######## decode_hazard_stage ########
Fig. 1: decode_hazard_stage, supply network
Drawn at 2 px/µm. Pins as bars on the die edge. Tap cells in grey.
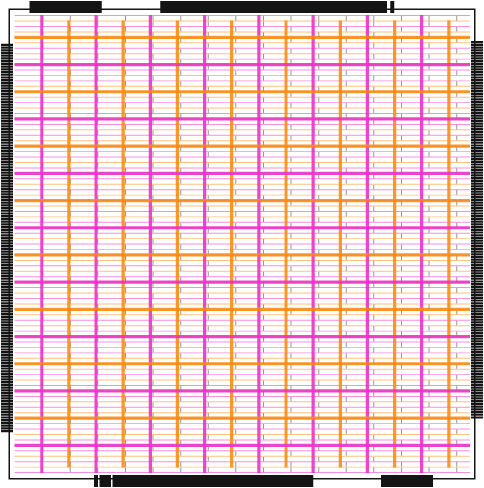

### src/rtl/decode_hazard_stage_pkg.sv
// Shared defaults and source-use flag positions for the decode/hazard stage.
package decode_hazard_stage_pkg;
  localparam int DEF_REGI_BITS = 4;
  localparam int DEF_VECT_BITS = 2;
  localparam int DEF_REGI_SIZE = 16;
  localparam int DEF_ELEM_SIZE = 8;
  localparam int DEF_VECT_SIZE = 8;
  localparam int DEF_CTRL_W    = 24;
  localparam int IMM_W         = 8;

  // Bit positions inside use_i = {vsrc2, vsrc1, src2, src1}
  localparam int USE_SRC1  = 0;
  localparam int USE_SRC2  = 1;
  localparam int USE_VSRC1 = 2;
  localparam int USE_VSRC2 = 3;
endpackage

### src/rtl/decode_hazard_stage_scoreboard.sv
// One busy bit per architectural register; flags RAW hazards with same-cycle writeback bypass.
module hazard_scoreboard #(
  parameter int IDX_BITS = 4
) (
  input  logic                clk,
  input  logic                rst,
  input  logic                set_en,
  input  logic [IDX_BITS-1:0] set_idx,
  input  logic                wb_en,
  input  logic [IDX_BITS-1:0] wb_idx,
  input  logic                kill_en,
  input  logic [IDX_BITS-1:0] kill_idx,
  input  logic                rd1_use,
  input  logic [IDX_BITS-1:0] rd1_idx,
  input  logic                rd2_use,
  input  logic [IDX_BITS-1:0] rd2_idx,
  output logic                hazard
);
  localparam int NREG = 1 << IDX_BITS;

  logic [NREG-1:0] busy;
  logic [NREG-1:0] set_mask;
  logic [NREG-1:0] clr_mask;

  always_comb begin
    set_mask = '0;
    clr_mask = '0;
    if (set_en)  set_mask[set_idx]  = 1'b1;
    if (wb_en)   clr_mask[wb_idx]   = 1'b1;
    if (kill_en) clr_mask[kill_idx] = 1'b1;
  end

  // Set is OR-ed in after the clear so a same-cycle issue keeps the register busy
  always_ff @(posedge clk or negedge rst) begin
    if (!rst) busy <= '0;
    else      busy <= (busy & ~clr_mask) | set_mask;
  end

  assign hazard = (rd1_use && busy[rd1_idx] && !(wb_en && (wb_idx == rd1_idx))) ||
                  (rd2_use && busy[rd2_idx] && !(wb_en && (wb_idx == rd2_idx)));
endmodule

### src/rtl/decode_hazard_stage.sv
// Decode/issue stage: scoreboard-based RAW stalling, writeback operand bypass and one output register.
module decode_hazard_stage
  import decode_hazard_stage_pkg::*;
#(
  parameter int REGI_BITS = DEF_REGI_BITS,
  parameter int VECT_BITS = DEF_VECT_BITS,
  parameter int REGI_SIZE = DEF_REGI_SIZE,
  parameter int ELEM_SIZE = DEF_ELEM_SIZE,
  parameter int VECT_SIZE = DEF_VECT_SIZE,
  parameter int CTRL_W    = DEF_CTRL_W
) (
  input  logic                           clk,
  input  logic                           rst,
  input  logic                           in_valid_i,
  output logic                           in_ready_o,
  input  logic [REGI_BITS-1:0]           src1_i,
  input  logic [REGI_BITS-1:0]           src2_i,
  input  logic [VECT_BITS-1:0]           vsrc1_i,
  input  logic [VECT_BITS-1:0]           vsrc2_i,
  input  logic [3:0]                     use_i,
  input  logic [REGI_BITS-1:0]           int_dest_i,
  input  logic [VECT_BITS-1:0]           vec_dest_i,
  input  logic                           wr_int_i,
  input  logic                           wr_vec_i,
  input  logic [IMM_W-1:0]               imm_i,
  input  logic [CTRL_W-1:0]              ctrl_i,
  input  logic [REGI_SIZE-1:0]           rf_rd1_i,
  input  logic [REGI_SIZE-1:0]           rf_rd2_i,
  input  logic [ELEM_SIZE*VECT_SIZE-1:0] vrf_rd1_i,
  input  logic [ELEM_SIZE*VECT_SIZE-1:0] vrf_rd2_i,
  input  logic                           wb_int_we_i,
  input  logic                           wb_vec_we_i,
  input  logic [REGI_BITS-1:0]           wb_int_dest_i,
  input  logic [VECT_BITS-1:0]           wb_vec_dest_i,
  input  logic [REGI_SIZE-1:0]           wb_int_wd_i,
  input  logic [ELEM_SIZE*VECT_SIZE-1:0] wb_vec_wd_i,
  input  logic                           flush_i,
  output logic                           out_valid_o,
  input  logic                           out_ready_i,
  output logic [REGI_SIZE-1:0]           int_oper1_o,
  output logic [REGI_SIZE-1:0]           int_oper2_o,
  output logic [ELEM_SIZE*VECT_SIZE-1:0] vec_oper1_o,
  output logic [ELEM_SIZE*VECT_SIZE-1:0] vec_oper2_o,
  output logic [ELEM_SIZE*VECT_SIZE-1:0] vec_imm_o,
  output logic [IMM_W-1:0]               imm_o,
  output logic [REGI_BITS-1:0]           int_dest_o,
  output logic [VECT_BITS-1:0]           vec_dest_o,
  output logic                           wr_int_o,
  output logic                           wr_vec_o,
  output logic [CTRL_W-1:0]              ctrl_o,
  output logic [15:0]                    stall_cnt_o
);
  localparam int VW = ELEM_SIZE * VECT_SIZE;

  function automatic logic [15:0] sat_inc(input logic [15:0] cnt);
    return (cnt == 16'hFFFF) ? cnt : cnt + 16'd1;
  endfunction

  function automatic logic [VW-1:0] splat_imm(input logic [IMM_W-1:0] imm);
    logic [VW-1:0] lanes;
    lanes = '0;
    for (int i = 0; i < VECT_SIZE; i++) lanes[i*ELEM_SIZE +: ELEM_SIZE] = ELEM_SIZE'(imm);
    return lanes;
  endfunction

  logic                 haz_int, haz_vec, hazard, issue, kill;
  logic                 vld_p1;
  logic [REGI_SIZE-1:0] int_oper1_p1, int_oper2_p1;
  logic [VW-1:0]        vec_oper1_p1, vec_oper2_p1, vec_imm_p1;
  logic [IMM_W-1:0]     imm_p1;
  logic [REGI_BITS-1:0] int_dest_p1;
  logic [VECT_BITS-1:0] vec_dest_p1;
  logic                 wr_int_p1, wr_vec_p1;
  logic [CTRL_W-1:0]    ctrl_p1;
  logic [15:0]          stall_cnt;

  assign hazard     = haz_int || haz_vec;
  assign in_ready_o = !hazard && !flush_i && (!vld_p1 || out_ready_i);
  assign issue      = in_valid_i && in_ready_o;
  assign kill       = flush_i && vld_p1;

  hazard_scoreboard #(.IDX_BITS(REGI_BITS)) u_int_sb (
    .clk(clk), .rst(rst),
    .set_en(issue && wr_int_i), .set_idx(int_dest_i),
    .wb_en(wb_int_we_i), .wb_idx(wb_int_dest_i),
    .kill_en(kill && wr_int_p1), .kill_idx(int_dest_p1),
    .rd1_use(use_i[USE_SRC1]), .rd1_idx(src1_i),
    .rd2_use(use_i[USE_SRC2]), .rd2_idx(src2_i),
    .hazard(haz_int)
  );

  hazard_scoreboard #(.IDX_BITS(VECT_BITS)) u_vec_sb (
    .clk(clk), .rst(rst),
    .set_en(issue && wr_vec_i), .set_idx(vec_dest_i),
    .wb_en(wb_vec_we_i), .wb_idx(wb_vec_dest_i),
    .kill_en(kill && wr_vec_p1), .kill_idx(vec_dest_p1),
    .rd1_use(use_i[USE_VSRC1]), .rd1_idx(vsrc1_i),
    .rd2_use(use_i[USE_VSRC2]), .rd2_idx(vsrc2_i),
    .hazard(haz_vec)
  );

  // Stage p0 -> p1: operand bypass from writeback and output register load
  always_ff @(posedge clk or negedge rst) begin
    if (!rst) begin
      vld_p1       <= 1'b0;
      int_oper1_p1 <= '0;
      int_oper2_p1 <= '0;
      vec_oper1_p1 <= '0;
      vec_oper2_p1 <= '0;
      vec_imm_p1   <= '0;
      imm_p1       <= '0;
      int_dest_p1  <= '0;
      vec_dest_p1  <= '0;
      wr_int_p1    <= 1'b0;
      wr_vec_p1    <= 1'b0;
      ctrl_p1      <= '0;
    end else begin
      if (issue) begin
        vld_p1       <= 1'b1;
        int_oper1_p1 <= (wb_int_we_i && wb_int_dest_i == src1_i) ? wb_int_wd_i : rf_rd1_i;
        int_oper2_p1 <= (wb_int_we_i && wb_int_dest_i == src2_i) ? wb_int_wd_i : rf_rd2_i;
        vec_oper1_p1 <= (wb_vec_we_i && wb_vec_dest_i == vsrc1_i) ? wb_vec_wd_i : vrf_rd1_i;
        vec_oper2_p1 <= (wb_vec_we_i && wb_vec_dest_i == vsrc2_i) ? wb_vec_wd_i : vrf_rd2_i;
        vec_imm_p1   <= splat_imm(imm_i);
        imm_p1       <= imm_i;
        int_dest_p1  <= int_dest_i;
        vec_dest_p1  <= vec_dest_i;
        wr_int_p1    <= wr_int_i;
        wr_vec_p1    <= wr_vec_i;
        ctrl_p1      <= ctrl_i;
      end else if (flush_i || out_ready_i) begin
        vld_p1 <= 1'b0;
      end
    end
  end

  always_ff @(posedge clk or negedge rst) begin
    if (!rst)                      stall_cnt <= '0;
    else if (in_valid_i && hazard) stall_cnt <= sat_inc(stall_cnt);
  end

  assign out_valid_o = vld_p1;
  assign int_oper1_o = int_oper1_p1;
  assign int_oper2_o = int_oper2_p1;
  assign vec_oper1_o = vec_oper1_p1;
  assign vec_oper2_o = vec_oper2_p1;
  assign vec_imm_o   = vec_imm_p1;
  assign imm_o       = imm_p1;
  assign int_dest_o  = int_dest_p1;
  assign vec_dest_o  = vec_dest_p1;
  assign wr_int_o    = wr_int_p1;
  assign wr_vec_o    = wr_vec_p1;
  assign ctrl_o      = ctrl_p1;
  assign stall_cnt_o = stall_cnt;
endmodule

### config.mk
export PLATFORM = sky130hd
export DESIGN_NAME = decode_hazard_stage
export DESIGN_NICKNAME = d
export VERILOG_FILES = /design/src/rtl/decode_hazard_stage_pkg.sv /design/src/rtl/decode_hazard_stage_scoreboard.sv /design/src/rtl/decode_hazard_stage.sv
export SDC_FILE = /design/constraint.sdc
export NUM_CORES = 1
export LEC_CHECK = 0
export CELL_PAD_IN_SITES_DETAIL_PLACEMENT = 1
export CELL_PAD_IN_SITES_GLOBAL_PLACEMENT = 1
export CORE_AREA = 2 2 230 232
export CTS_CLUSTER_SIZE = 10
export DETAILED_ROUTE_END_ITERATION = 7
export DIE_AREA = 0 0 232 234
export PLACE_DENSITY_LB_ADDON = 0.25
export SETUP_SLACK_MARGIN = 0.05
export SLEW_MARGIN = 20
export SYNTH_ARGS = -nofsm -noshare
export SYNTH_HDL_FRONTEND = slang
export SYNTH_SLANG_ARGS = --single-unit
### constraint.sdc
create_clock -name clk -period 4.6 [get_ports clk]
set_input_delay 0.92 -clock clk [delete_from_list [all_inputs] [get_ports clk]]
set_output_delay 0.92 -clock clk [all_outputs]
set_load 0.01 [all_outputs]
######## mips_cpu_register_file_param ########
### src/rtl/mips_cpu_register_file_param.sv
// Parameterised MIPS register file: multi-port combinational reads, optional
// write-to-read forwarding, and a per-register pending (load scoreboard) bit.
module mips_cpu_register_file_param #(
  parameter int unsigned DATA_WIDTH = 32,
  parameter int unsigned ADDR_WIDTH = 5,
  parameter int unsigned READ_PORTS = 2,
  parameter int unsigned BYPASS     = 1,
  parameter int unsigned V0_INDEX   = 2
) (
  input  logic                             clk,
  input  logic                             reset,
  input  logic                             write_enable,
  input  logic [ADDR_WIDTH-1:0]            write_reg,
  input  logic [DATA_WIDTH-1:0]            write_data,
  input  logic [READ_PORTS*ADDR_WIDTH-1:0] read_reg,
  output logic [READ_PORTS*DATA_WIDTH-1:0] read_data,
  output logic [DATA_WIDTH-1:0]            read_data_v0,
  input  logic                             pending_set,
  input  logic [ADDR_WIDTH-1:0]            pending_reg,
  output logic [READ_PORTS-1:0]            read_busy
);

  localparam int unsigned Depth = 2 ** ADDR_WIDTH;
  localparam logic [ADDR_WIDTH-1:0] V0Addr = ADDR_WIDTH'(V0_INDEX);
  localparam bit BypassEn = (BYPASS != 0);

  logic [DATA_WIDTH-1:0] regs_q [Depth];
  logic [Depth-1:0]      pending_q, pending_d;
  logic                  write_valid;

  // Register 0 is hardwired: never written, never marked pending.
  assign write_valid = write_enable && (write_reg != '0);

  always_comb begin
    pending_d = pending_q;
    if (write_valid) begin
      pending_d[write_reg] = 1'b0;
    end
    // Applied after the write clear so a same-cycle new load wins.
    if (pending_set && (pending_reg != '0)) begin
      pending_d[pending_reg] = 1'b1;
    end
  end

  always_ff @(posedge clk) begin
    if (!reset) begin
      pending_q <= '0;
      for (int i = 0; i < Depth; i++) begin
        regs_q[i] <= '0;
      end
    end else begin
      pending_q <= pending_d;
      if (write_valid) begin
        regs_q[write_reg] <= write_data;
      end
    end
  end

  for (genvar p = 0; p < READ_PORTS; p++) begin : g_read
    logic [ADDR_WIDTH-1:0] addr;
    logic                  hit;

    assign addr = read_reg[p*ADDR_WIDTH +: ADDR_WIDTH];
    assign hit  = BypassEn && write_valid && (write_reg == addr);

    always_comb begin
      if (addr == '0) begin
        read_data[p*DATA_WIDTH +: DATA_WIDTH] = '0;
      end else if (hit) begin
        read_data[p*DATA_WIDTH +: DATA_WIDTH] = write_data;
      end else begin
        read_data[p*DATA_WIDTH +: DATA_WIDTH] = regs_q[addr];
      end
    end

    assign read_busy[p] = (addr != '0) && pending_q[addr] && !hit;
  end

  logic v0_hit;
  assign v0_hit = BypassEn && write_valid && (write_reg == V0Addr);

  always_comb begin
    if (V0Addr == '0) begin
      read_data_v0 = '0;
    end else if (v0_hit) begin
      read_data_v0 = write_data;
    end else begin
      read_data_v0 = regs_q[V0Addr];
    end
  end

endmodule
### config.mk
export PLATFORM = sky130hd
export DESIGN_NAME = mips_cpu_register_file_param
export DESIGN_NICKNAME = d
export VERILOG_FILES = /design/src/rtl/mips_cpu_register_file_param.sv
export SDC_FILE = /design/constraint.sdc
export NUM_CORES = 2
export LEC_CHECK = 0
export CORE_MARGIN = 1
export CORE_UTILIZATION = 55
export CTS_CLUSTER_SIZE = 24
export DETAILED_ROUTE_END_ITERATION = 10
export PLACE_DENSITY_LB_ADDON = 0.08
export SKIP_CTS_REPAIR_TIMING = 1
export SYNTH_ARGS = -nofsm -noshare
export SYNTH_HDL_FRONTEND = slang
export SYNTH_SLANG_ARGS = --single-unit
### constraint.sdc
create_clock -name clk -period 6 [get_ports clk]
set_clock_uncertainty 0.15 [all_clocks]
set_input_delay 1.2 -clock clk [delete_from_list [all_inputs] [get_ports clk]]
set_output_delay 1.2 -clock clk [all_outputs]
set_load 0.05 [all_outputs]
######## datamem_arbiter ########
[src/rtl/datamem_arbiter_pkg.sv]
// Shared types and constants for the data memory arbiter.
package datamem_arbiter_pkg;

   localparam int DATA_W = 8;

   typedef enum logic {
      ARB   = 1'b0,
      BURST = 1'b1
   } arb_state_t;

   typedef enum logic {
      PORT_C = 1'b0,
      PORT_H = 1'b1
   } port_id_t;

endpackage

[src/rtl/datamem_arbiter_starve_ctr.sv]
// Saturating up-counter with clear, increment and limit-hit flag.
// Clear together with increment loads 1, so a new run can start in the
// same cycle the previous one is discarded.
module arb_starve_ctr #(
   parameter int LIMIT = 4,
   parameter int W     = $clog2(LIMIT + 1)
) (
   input  logic clk,
   input  logic rst_n,
   input  logic clr,
   input  logic inc,
   output logic hit
);

   localparam logic [W-1:0] LIM = W'(LIMIT);

   logic [W-1:0] cnt;

   // count up to the limit and park there until cleared
   always_ff @(posedge clk or negedge rst_n) begin
      if (!rst_n) begin
         cnt <= '0;
      end else if (clr) begin
         cnt <= inc ? W'(1) : '0;
      end else if (inc && (cnt != LIM)) begin
         cnt <= cnt + W'(1);
      end
   end

   assign hit = (cnt == LIM);

endmodule

[src/rtl/datamem_arbiter.sv]
// Shares the single-port 8-bit data memory between the core (C) and the
// host loader/debug path (H). Per-cycle arbitration, 1-cycle read return
// routed to the winner, starvation guard for H and H burst ownership.
// Optional build macro ARB_STATS_EN adds grant / forced-H event counters.
//
//   state | meaning
//   ------+---------------------------------------------------------------
//   ARB   | per-cycle arbitration, C preferred unless H has hit starve limit
//   BURST | H owns the memory while h_req & h_lock, up to MAX_BURST grants
module datamem_arbiter
   import datamem_arbiter_pkg::*;
#(
   parameter int ADDR_W       = 8,
   parameter int STARVE_LIMIT = 4,
   parameter int MAX_BURST    = 8
) (
   input  logic              clk,
   input  logic              rst_n,
   input  logic              c_req,
   input  logic              c_we,
   input  logic [ADDR_W-1:0] c_addr,
   input  logic [DATA_W-1:0] c_wdata,
   output logic              c_gnt,
   output logic              c_rvalid,
   output logic [DATA_W-1:0] c_rdata,
   input  logic              h_req,
   input  logic              h_we,
   input  logic [ADDR_W-1:0] h_addr,
   input  logic [DATA_W-1:0] h_wdata,
   input  logic              h_lock,
   output logic              h_gnt,
   output logic              h_rvalid,
   output logic [DATA_W-1:0] h_rdata,
   output logic              mem_en,
   output logic              mem_we,
   output logic [ADDR_W-1:0] mem_addr,
   output logic [DATA_W-1:0] mem_wdata,
`ifdef ARB_STATS_EN
   output logic [15:0]       c_cnt,
   output logic [15:0]       h_cnt,
   output logic [7:0]        starve_evt,
`endif
   input  logic [DATA_W-1:0] mem_rdata
);

   arb_state_t  state, state_nxt;
   logic        c_win, h_win;
   logic        starve_hit, burst_hit;
   logic        rd_pend;
   port_id_t    rd_owner;
   logic [DATA_W-1:0] c_hold, h_hold;

   // H waits while requesting and losing; any H grant or idle H resets the wait
   arb_starve_ctr #(.LIMIT(STARVE_LIMIT)) u_starve (
      .clk   (clk),
      .rst_n (rst_n),
      .clr   (h_gnt || !h_req),
      .inc   (h_req && !h_gnt),
      .hit   (starve_hit)
   );

   // burst length: loads 1 on the locking grant in ARB, counts H grants in BURST
   arb_starve_ctr #(.LIMIT(MAX_BURST)) u_burst (
      .clk   (clk),
      .rst_n (rst_n),
      .clr   ((state == ARB) || !h_gnt),
      .inc   (h_gnt && ((state == BURST) || h_lock)),
      .hit   (burst_hit)
   );

   // state register
   always_ff @(posedge clk or negedge rst_n) begin
      if (!rst_n) state <= ARB;
      else        state <= state_nxt;
   end

   // winner selection and next state; the burst exit cycle never grants H,
   // which is the gap that keeps a max-length burst from restarting at once
   always_comb begin
      state_nxt = state;
      c_win     = 1'b0;
      h_win     = 1'b0;
      case (state)
         ARB: begin
            if (c_req && !starve_hit) begin
               c_win = 1'b1;
            end else if (h_req) begin
               h_win = 1'b1;
               if (h_lock) state_nxt = BURST;
            end
         end
         BURST: begin
            if (h_req && h_lock && !burst_hit) begin
               h_win = 1'b1;
            end else begin
               c_win     = c_req;
               state_nxt = ARB;
            end
         end
         default: state_nxt = ARB;
      endcase
      if (!rst_n) begin
         c_win = 1'b0;
         h_win = 1'b0;
      end
   end

   assign c_gnt     = c_win;
   assign h_gnt     = h_win;
   assign mem_en    = c_win | h_win;
   assign mem_we    = (c_win & c_we) | (h_win & h_we);
   assign mem_addr  = h_win ? h_addr  : (c_win ? c_addr  : '0);
   assign mem_wdata = h_win ? h_wdata : (c_win ? c_wdata : '0);

   // remember who owns the read issued this cycle
   always_ff @(posedge clk or negedge rst_n) begin
      if (!rst_n) begin
         rd_pend  <= 1'b0;
         rd_owner <= PORT_C;
      end else begin
         rd_pend  <= mem_en & ~mem_we;
         rd_owner <= h_win ? PORT_H : PORT_C;
      end
   end

   assign c_rvalid = rd_pend && (rd_owner == PORT_C);
   assign h_rvalid = rd_pend && (rd_owner == PORT_H);

   // capture returned data so each port's rdata holds between reads
   always_ff @(posedge clk or negedge rst_n) begin
      if (!rst_n) begin
         c_hold <= '0;
         h_hold <= '0;
      end else begin
         if (c_rvalid) c_hold <= mem_rdata;
         if (h_rvalid) h_hold <= mem_rdata;
      end
   end

   assign c_rdata = c_rvalid ? mem_rdata : c_hold;
   assign h_rdata = h_rvalid ? mem_rdata : h_hold;

`ifdef ARB_STATS_EN
   logic forced_h;

   // H overriding a pending C request can only happen through starvation
   assign forced_h = (state == ARB) && h_win && c_req;

   // free-running wrap-around statistics
   always_ff @(posedge clk or negedge rst_n) begin
      if (!rst_n) begin
         c_cnt      <= '0;
         h_cnt      <= '0;
         starve_evt <= '0;
      end else begin
         c_cnt      <= c_cnt + 16'(c_win);
         h_cnt      <= h_cnt + 16'(h_win);
         starve_evt <= starve_evt + 8'(forced_h);
      end
   end
`endif

endmodule
[config.mk]
export PLATFORM = sky130hd
export DESIGN_NAME = datamem_arbiter
export DESIGN_NICKNAME = d
export VERILOG_FILES = /design/src/rtl/datamem_arbiter_pkg.sv /design/src/rtl/datamem_arbiter_starve_ctr.sv /design/src/rtl/datamem_arbiter.sv
export SDC_FILE = /design/constraint.sdc
export NUM_CORES = 1
export LEC_CHECK = 0
export ABC_AREA = 1
export CAP_MARGIN = 20
export CORE_MARGIN = 2
export CORE_UTILIZATION = 39
export CTS_CLUSTER_SIZE = 28
export DETAILED_ROUTE_END_ITERATION = 12
export PLACE_DENSITY = 0.9
export SLEW_MARGIN = 20
export SYNTH_ARGS = -nofsm -noshare
export SYNTH_HDL_FRONTEND = slang
export SYNTH_SLANG_ARGS = --single-unit
[constraint.sdc]
create_clock -name clk -period 3.4 [get_ports clk]
set_input_delay 1.02 -clock clk [delete_from_list [all_inputs] [get_ports clk]]
set_output_delay 1.02 -clock clk [all_outputs]
set_load 0.02 [all_outputs]
Fig. 2: datamem_arbiter, placement view
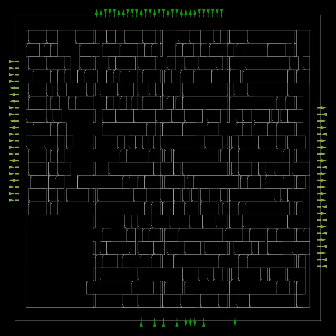
num rows: 21
Core ar.: 3340 µm²
Seq/total area: 27.6%
fin util: 70.6%

Fig. 3: datamem_arbiter, metal 2
Drawn at 6 px/µm.
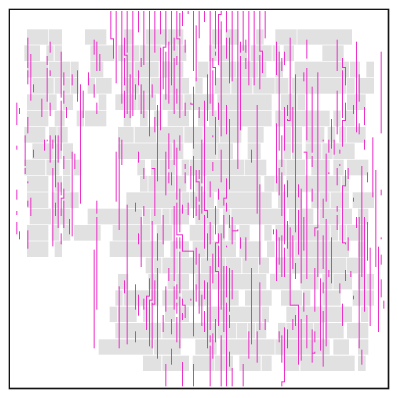
nets with wire on the layer	270
longest straight run	26.2 µm
wire length on this layer	2,060 µm
share of all routed wire	51%

==> results.txt, datamem_arbiter <==
flow finished, numbers: Syn Inst Count roughly 170, Hold Worst Slack 0.512 ns, hold depth 2, synth top area cells dfrtp_1 48%, nand2_1 20%, o21ai_0 6.3%, inv_1 5.3%, ha_1 3.7%, top comb family, area simple AND/OR/NAND/NOR gates, critical path fanouts, max 2, dominant register cell dfrtp_1, Final WS setup approximately 0.18 ns, input/output buffers 84, htree depth 1, total of max-cap violations 0, Post-synth EDFFs 0, xor/xnor share under 10%, placed cell areas around 2300 µm², worst r2r src u_starve.cnt[0], simple-gate portion of the synthesized area between 20% and 30%, Crit path arrival time 2.20 ns, gr ovfl total 0, flop2flop setup slack around 1.7 ns, most frequent cells in the layout 65 x nand2_1, 44 x clkdlybuf4s50_1, 26 x dfrtp_1, 22 x buf_4, 18 x inv_1, pin count of the biggest net entering global routing 18, worst hold endpoint h_hold[1], status finished, final reports clean, DRT Pass-1 Iters 4, Synth cell types 19, worst stage delay on the critical path between 0.4 and 0.5 ns, Die Area approximately 4000 µm²
## datamem_arbiter: power by group
group / switching, µW / leakage (µW) / internal, µW
clock: 84.2 / 0.0000138 / 41.4
sequential: 27.8 / 0.000329 / 383
combinational: 282 / 0.000924 / 232
total: 394 / 0.00127 / 656
## datamem_arbiter: kinds of logic (layout without fill, tap and decap cells)
family                     after synthesis  in the layout
AOI/OAI and AO/OA                       20             20
xor gates and xnor gates                 4              4
adders and majority gates                4              4
buffers and inverters                   26            128
DFF                                     26             26
and+or+nand+nor                         94             94
## datamem_arbiter: sequential cells by signal, indices dropped and copies added (netlist names)
register and cells:
state 1, u_burst.cnt 4, h_hold 8, rd_pend 1, c_hold 8, u_starve.cnt 3
rd_owner 1
## datamem_arbiter: metal layers
metal | vias up | GRT usage [%] | part of all wire (%)
met5 | - | 0 | 0
met4 | 0 | 5.56 | 1.6
met3 | 10 | 4.86 | 6.2
met2 | 60 | 37.2 | 51
met1 | 684 | 25.8 | 41
li1 | 739 | - | -
## datamem_arbiter: timing repair
action | in CTS | in global routing
resized | 96 | 21
gates cloned | 2 | 0
hold buffers | 0 | 0
buffers inserted | 0 | 1
endpoints found under the setup margin | 35 | 21
pin swaps | 1 | 3
Fig. 4: decode_hazard_stage, I/O pins on the die edge
Drawn at 2 px/µm. Pins as bars across the die edge, other pins in grey.
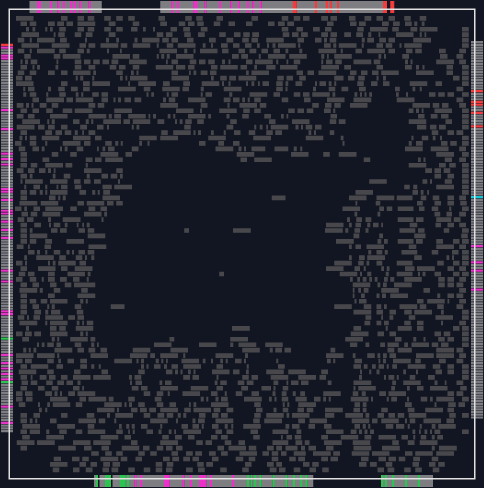
port	colour	pins	direction	edge
`ctrl_o`	green	24	output	22 bottom, 2 left
`vrf_rd1_i`	magenta	64	input	27 left, 20 top, 13 bottom, 4 right
`int_oper1_o`	red	16	output	10 top, 5 right, 1 left
`wb_int_we_i`	cyan	1	input	right
all pins by edge	164 top, 145 bottom, 143 left, 139 right

Fig. 5: decode_hazard_stage, placement view
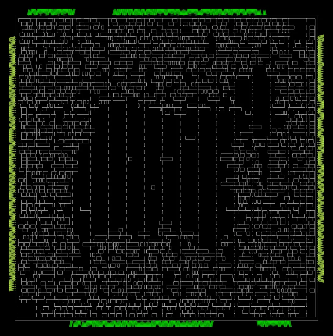
flip-flop and latch count: 237
Fillers: 5,794
num rows: 84

Notes on Fig. 1 above:
net	colour
VSS	magenta
VDD	orange
met1 rails	85
met4 straps	16
signal pins	591
met5 straps	16

==> results.txt, decode_hazard_stage <==
flow finished, numbers: GRT Total Usage between 10% and 20%, crit share post-route a little over nine tenths, flop2flop setup slack around 1.6 ns, Clock Pin Slew Worst Setup and Hold Paths 0.05 ns, main power-consuming group combinational logic, Detail Route Antenna Nets 0, status finished, final reports clean, area reported by Yosys stat 11,600 µm², Core ar. about 52,000 µm², aoi share around a tenth, dominant register cell dfrtp_1, setup total negative slack 0 ns, worst-margin pin slew between 0.9 and 1 ns, Worst EP required about 3.7 ns, top post-synthesis cells by count 237 x dfrtp_1, 169 x nor2_1, 162 x mux2i_1, 160 x a21oi_1, 69 x buf_4, simple-gate portion of the synthesized area 9.33%, Die Y roughly 230 µm, CTS tree done, Root Buffer clkbuf_16, Syn Inst Count 1,069, Comb pwr share just under 40%, unrepaired setup endpoints after global routing false, Post-synth EDFFs 0, critical path class primary input to output port
## decode_hazard_stage: worst max path at each step
stage,start,end,slack (ns)
6_report,src2_i[0],in_ready_o,0.16
5_1_grt,src2_i[0],in_ready_o,0.07
4_1_cts,vsrc1_i[0],in_ready_o,0.07
3_5_place_dp,vsrc1_i[0],in_ready_o,0.08
3_3_place_gp,vsrc1_i[0],in_ready_o,0.12
2_1_floorplan,src2_i[0],in_ready_o,1.23
## decode_hazard_stage: per-layer routing
layer,track usage [%],vias up,part of all wire (%)
met1,17.3,4966,38
met4,4.21,6,1.8
met5,0,-,0.091
met3,5.28,61,8.1
met2,29.4,351,52
li1,-,4751,-
## decode_hazard_stage: cell type report
cell class	count	area [µm²]
Fill cell	5794	33200
Timing Repair Buffer	611	6140
Sequential cell	237	5930
Multi-Input combinational cell	696	4850
Clock buffer	51	951
Tap cell	688	861
Clock inverter	5	53.8
Inverter	12	45.0
Antenna cell	5	12.5
## decode_hazard_stage: registers in the layout, indices dropped and copies added, names as in the netlist, 8 cells and up
register / flops
vec_oper1_o: 64
vec_oper2_o: 64
ctrl_o: 24
int_oper1_o: 16
int_oper2_o: 16
stall_cnt_o: 16
u_int_sb.busy: 16
vec_imm_o: 8
Fig. 6: mips_cpu_register_file_param, zoomed window
Window x 142 to 182, y 142 to 182 µm. Cells in grey, sequential cells in the stronger grey; small squares are vias.
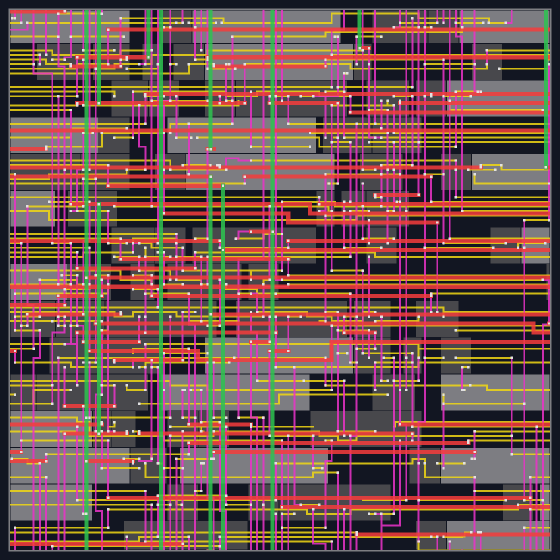
layer	colour
M2	magenta
M4	green
M3	red
M1	yellow
sequential cells in the window	18
netlist names of flops here include	`regs_q` (18)
most frequent	and2_1 (20), edfxtp_1 (18)
cells with their middle in the window	80

==> results.txt, mips_cpu_register_file_param <==
flow finished, numbers: Final WS setup 0.148 ns, Flops after synth between 1,000 and 1,500, Worst path depth 8, unrepaired setup endpoints after global routing false, flop2flop setup slack about 5 ns, fin cells between 5,000 and 6,000, Sequential Power Share between 40 and 50%, status finished, final reports clean, M1 WL between 70 and 80 mm, # setup viols final 0, OpenROAD warnings 27, dominant register cell edfxtp_1, fin util between 60 and 70%, Clock-cell share under 10%, DR vias slightly below 40,000, Worst Setup SP write_reg[3], dominant cell type by area after synthesis edfxtp_1, clkbuf count ~160, DRT Pass-1 Iters 6, clock share of power 37.2%, Slew headroom between 10% and 20%
-- mips_cpu_register_file_param: power groups by stage --
stage	sequential, µW	clock, µW	combinational, µW
6_report	8710	6900	2940
3_3_place_gp	8830	0	2860
2_1_floorplan	8780	0	1670
4_1_cts	8700	6920	2880
3_5_place_dp	8850	0	2870
5_1_grt	8750	7180	3000
-- mips_cpu_register_file_param: cells in the final DEF (no fill, tap or decap), types with 10 or more instances in the layout --
master / instances
edfxtp_1: 1024
and2_1: 1000
mux4_2: 406
mux2i_1: 256
buf_4: 228
clkbuf_16: 118
nand2_1: 116
o22ai_1: 109
buf_12: 102
a22oi_1: 66
mux2_2: 63
a221oi_1: 53
nor3_1: 48
clkdlybuf4s50_1: 45
a211oi_1: 41
a21oi_1: 38
a32o_1: 32
clkbuf_1: 32
dfxtp_1: 32
conb_1: 32
o221ai_1: 31
nor2_1: 31
clkinv_1: 23
inv_1: 23
nor2_4: 22
o21ai_4: 19
a221o_1: 18
nand2b_1: 18
a211o_1: 16
clkinv_2: 15
nand2_2: 13
nand3_1: 12
o21ai_0: 10
o21ai_1: 10

==> screenshots <==
Signal wires by layer.
Plate I
Drawn at 1.5 px/µm. Two of the layers only.
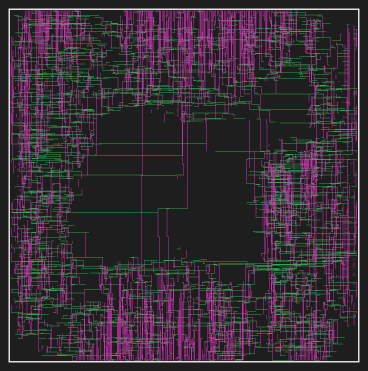
Plate II
Drawn at 1 px/µm. Two of the layers only.
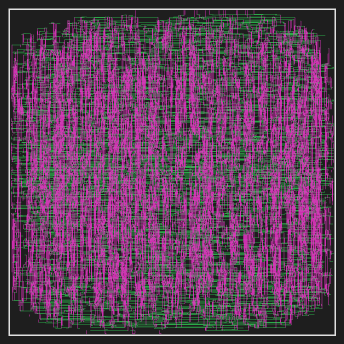
Plate III
Drawn at 6 px/µm. Two of the layers only.
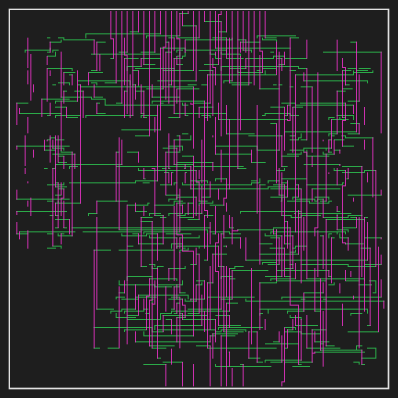
The one with the smallest die is Plate III.
The one with the most wire is Plate II.
datamem_arbiter -> Plate III
decode_hazard_stage -> Plate I
mips_cpu_register_file_param -> Plate II

Key to Plate II:
layer	colour	wire length
M1	green	74.3 mm
M2	magenta	88.5 mm


Power and IR drop assume default switching activity.
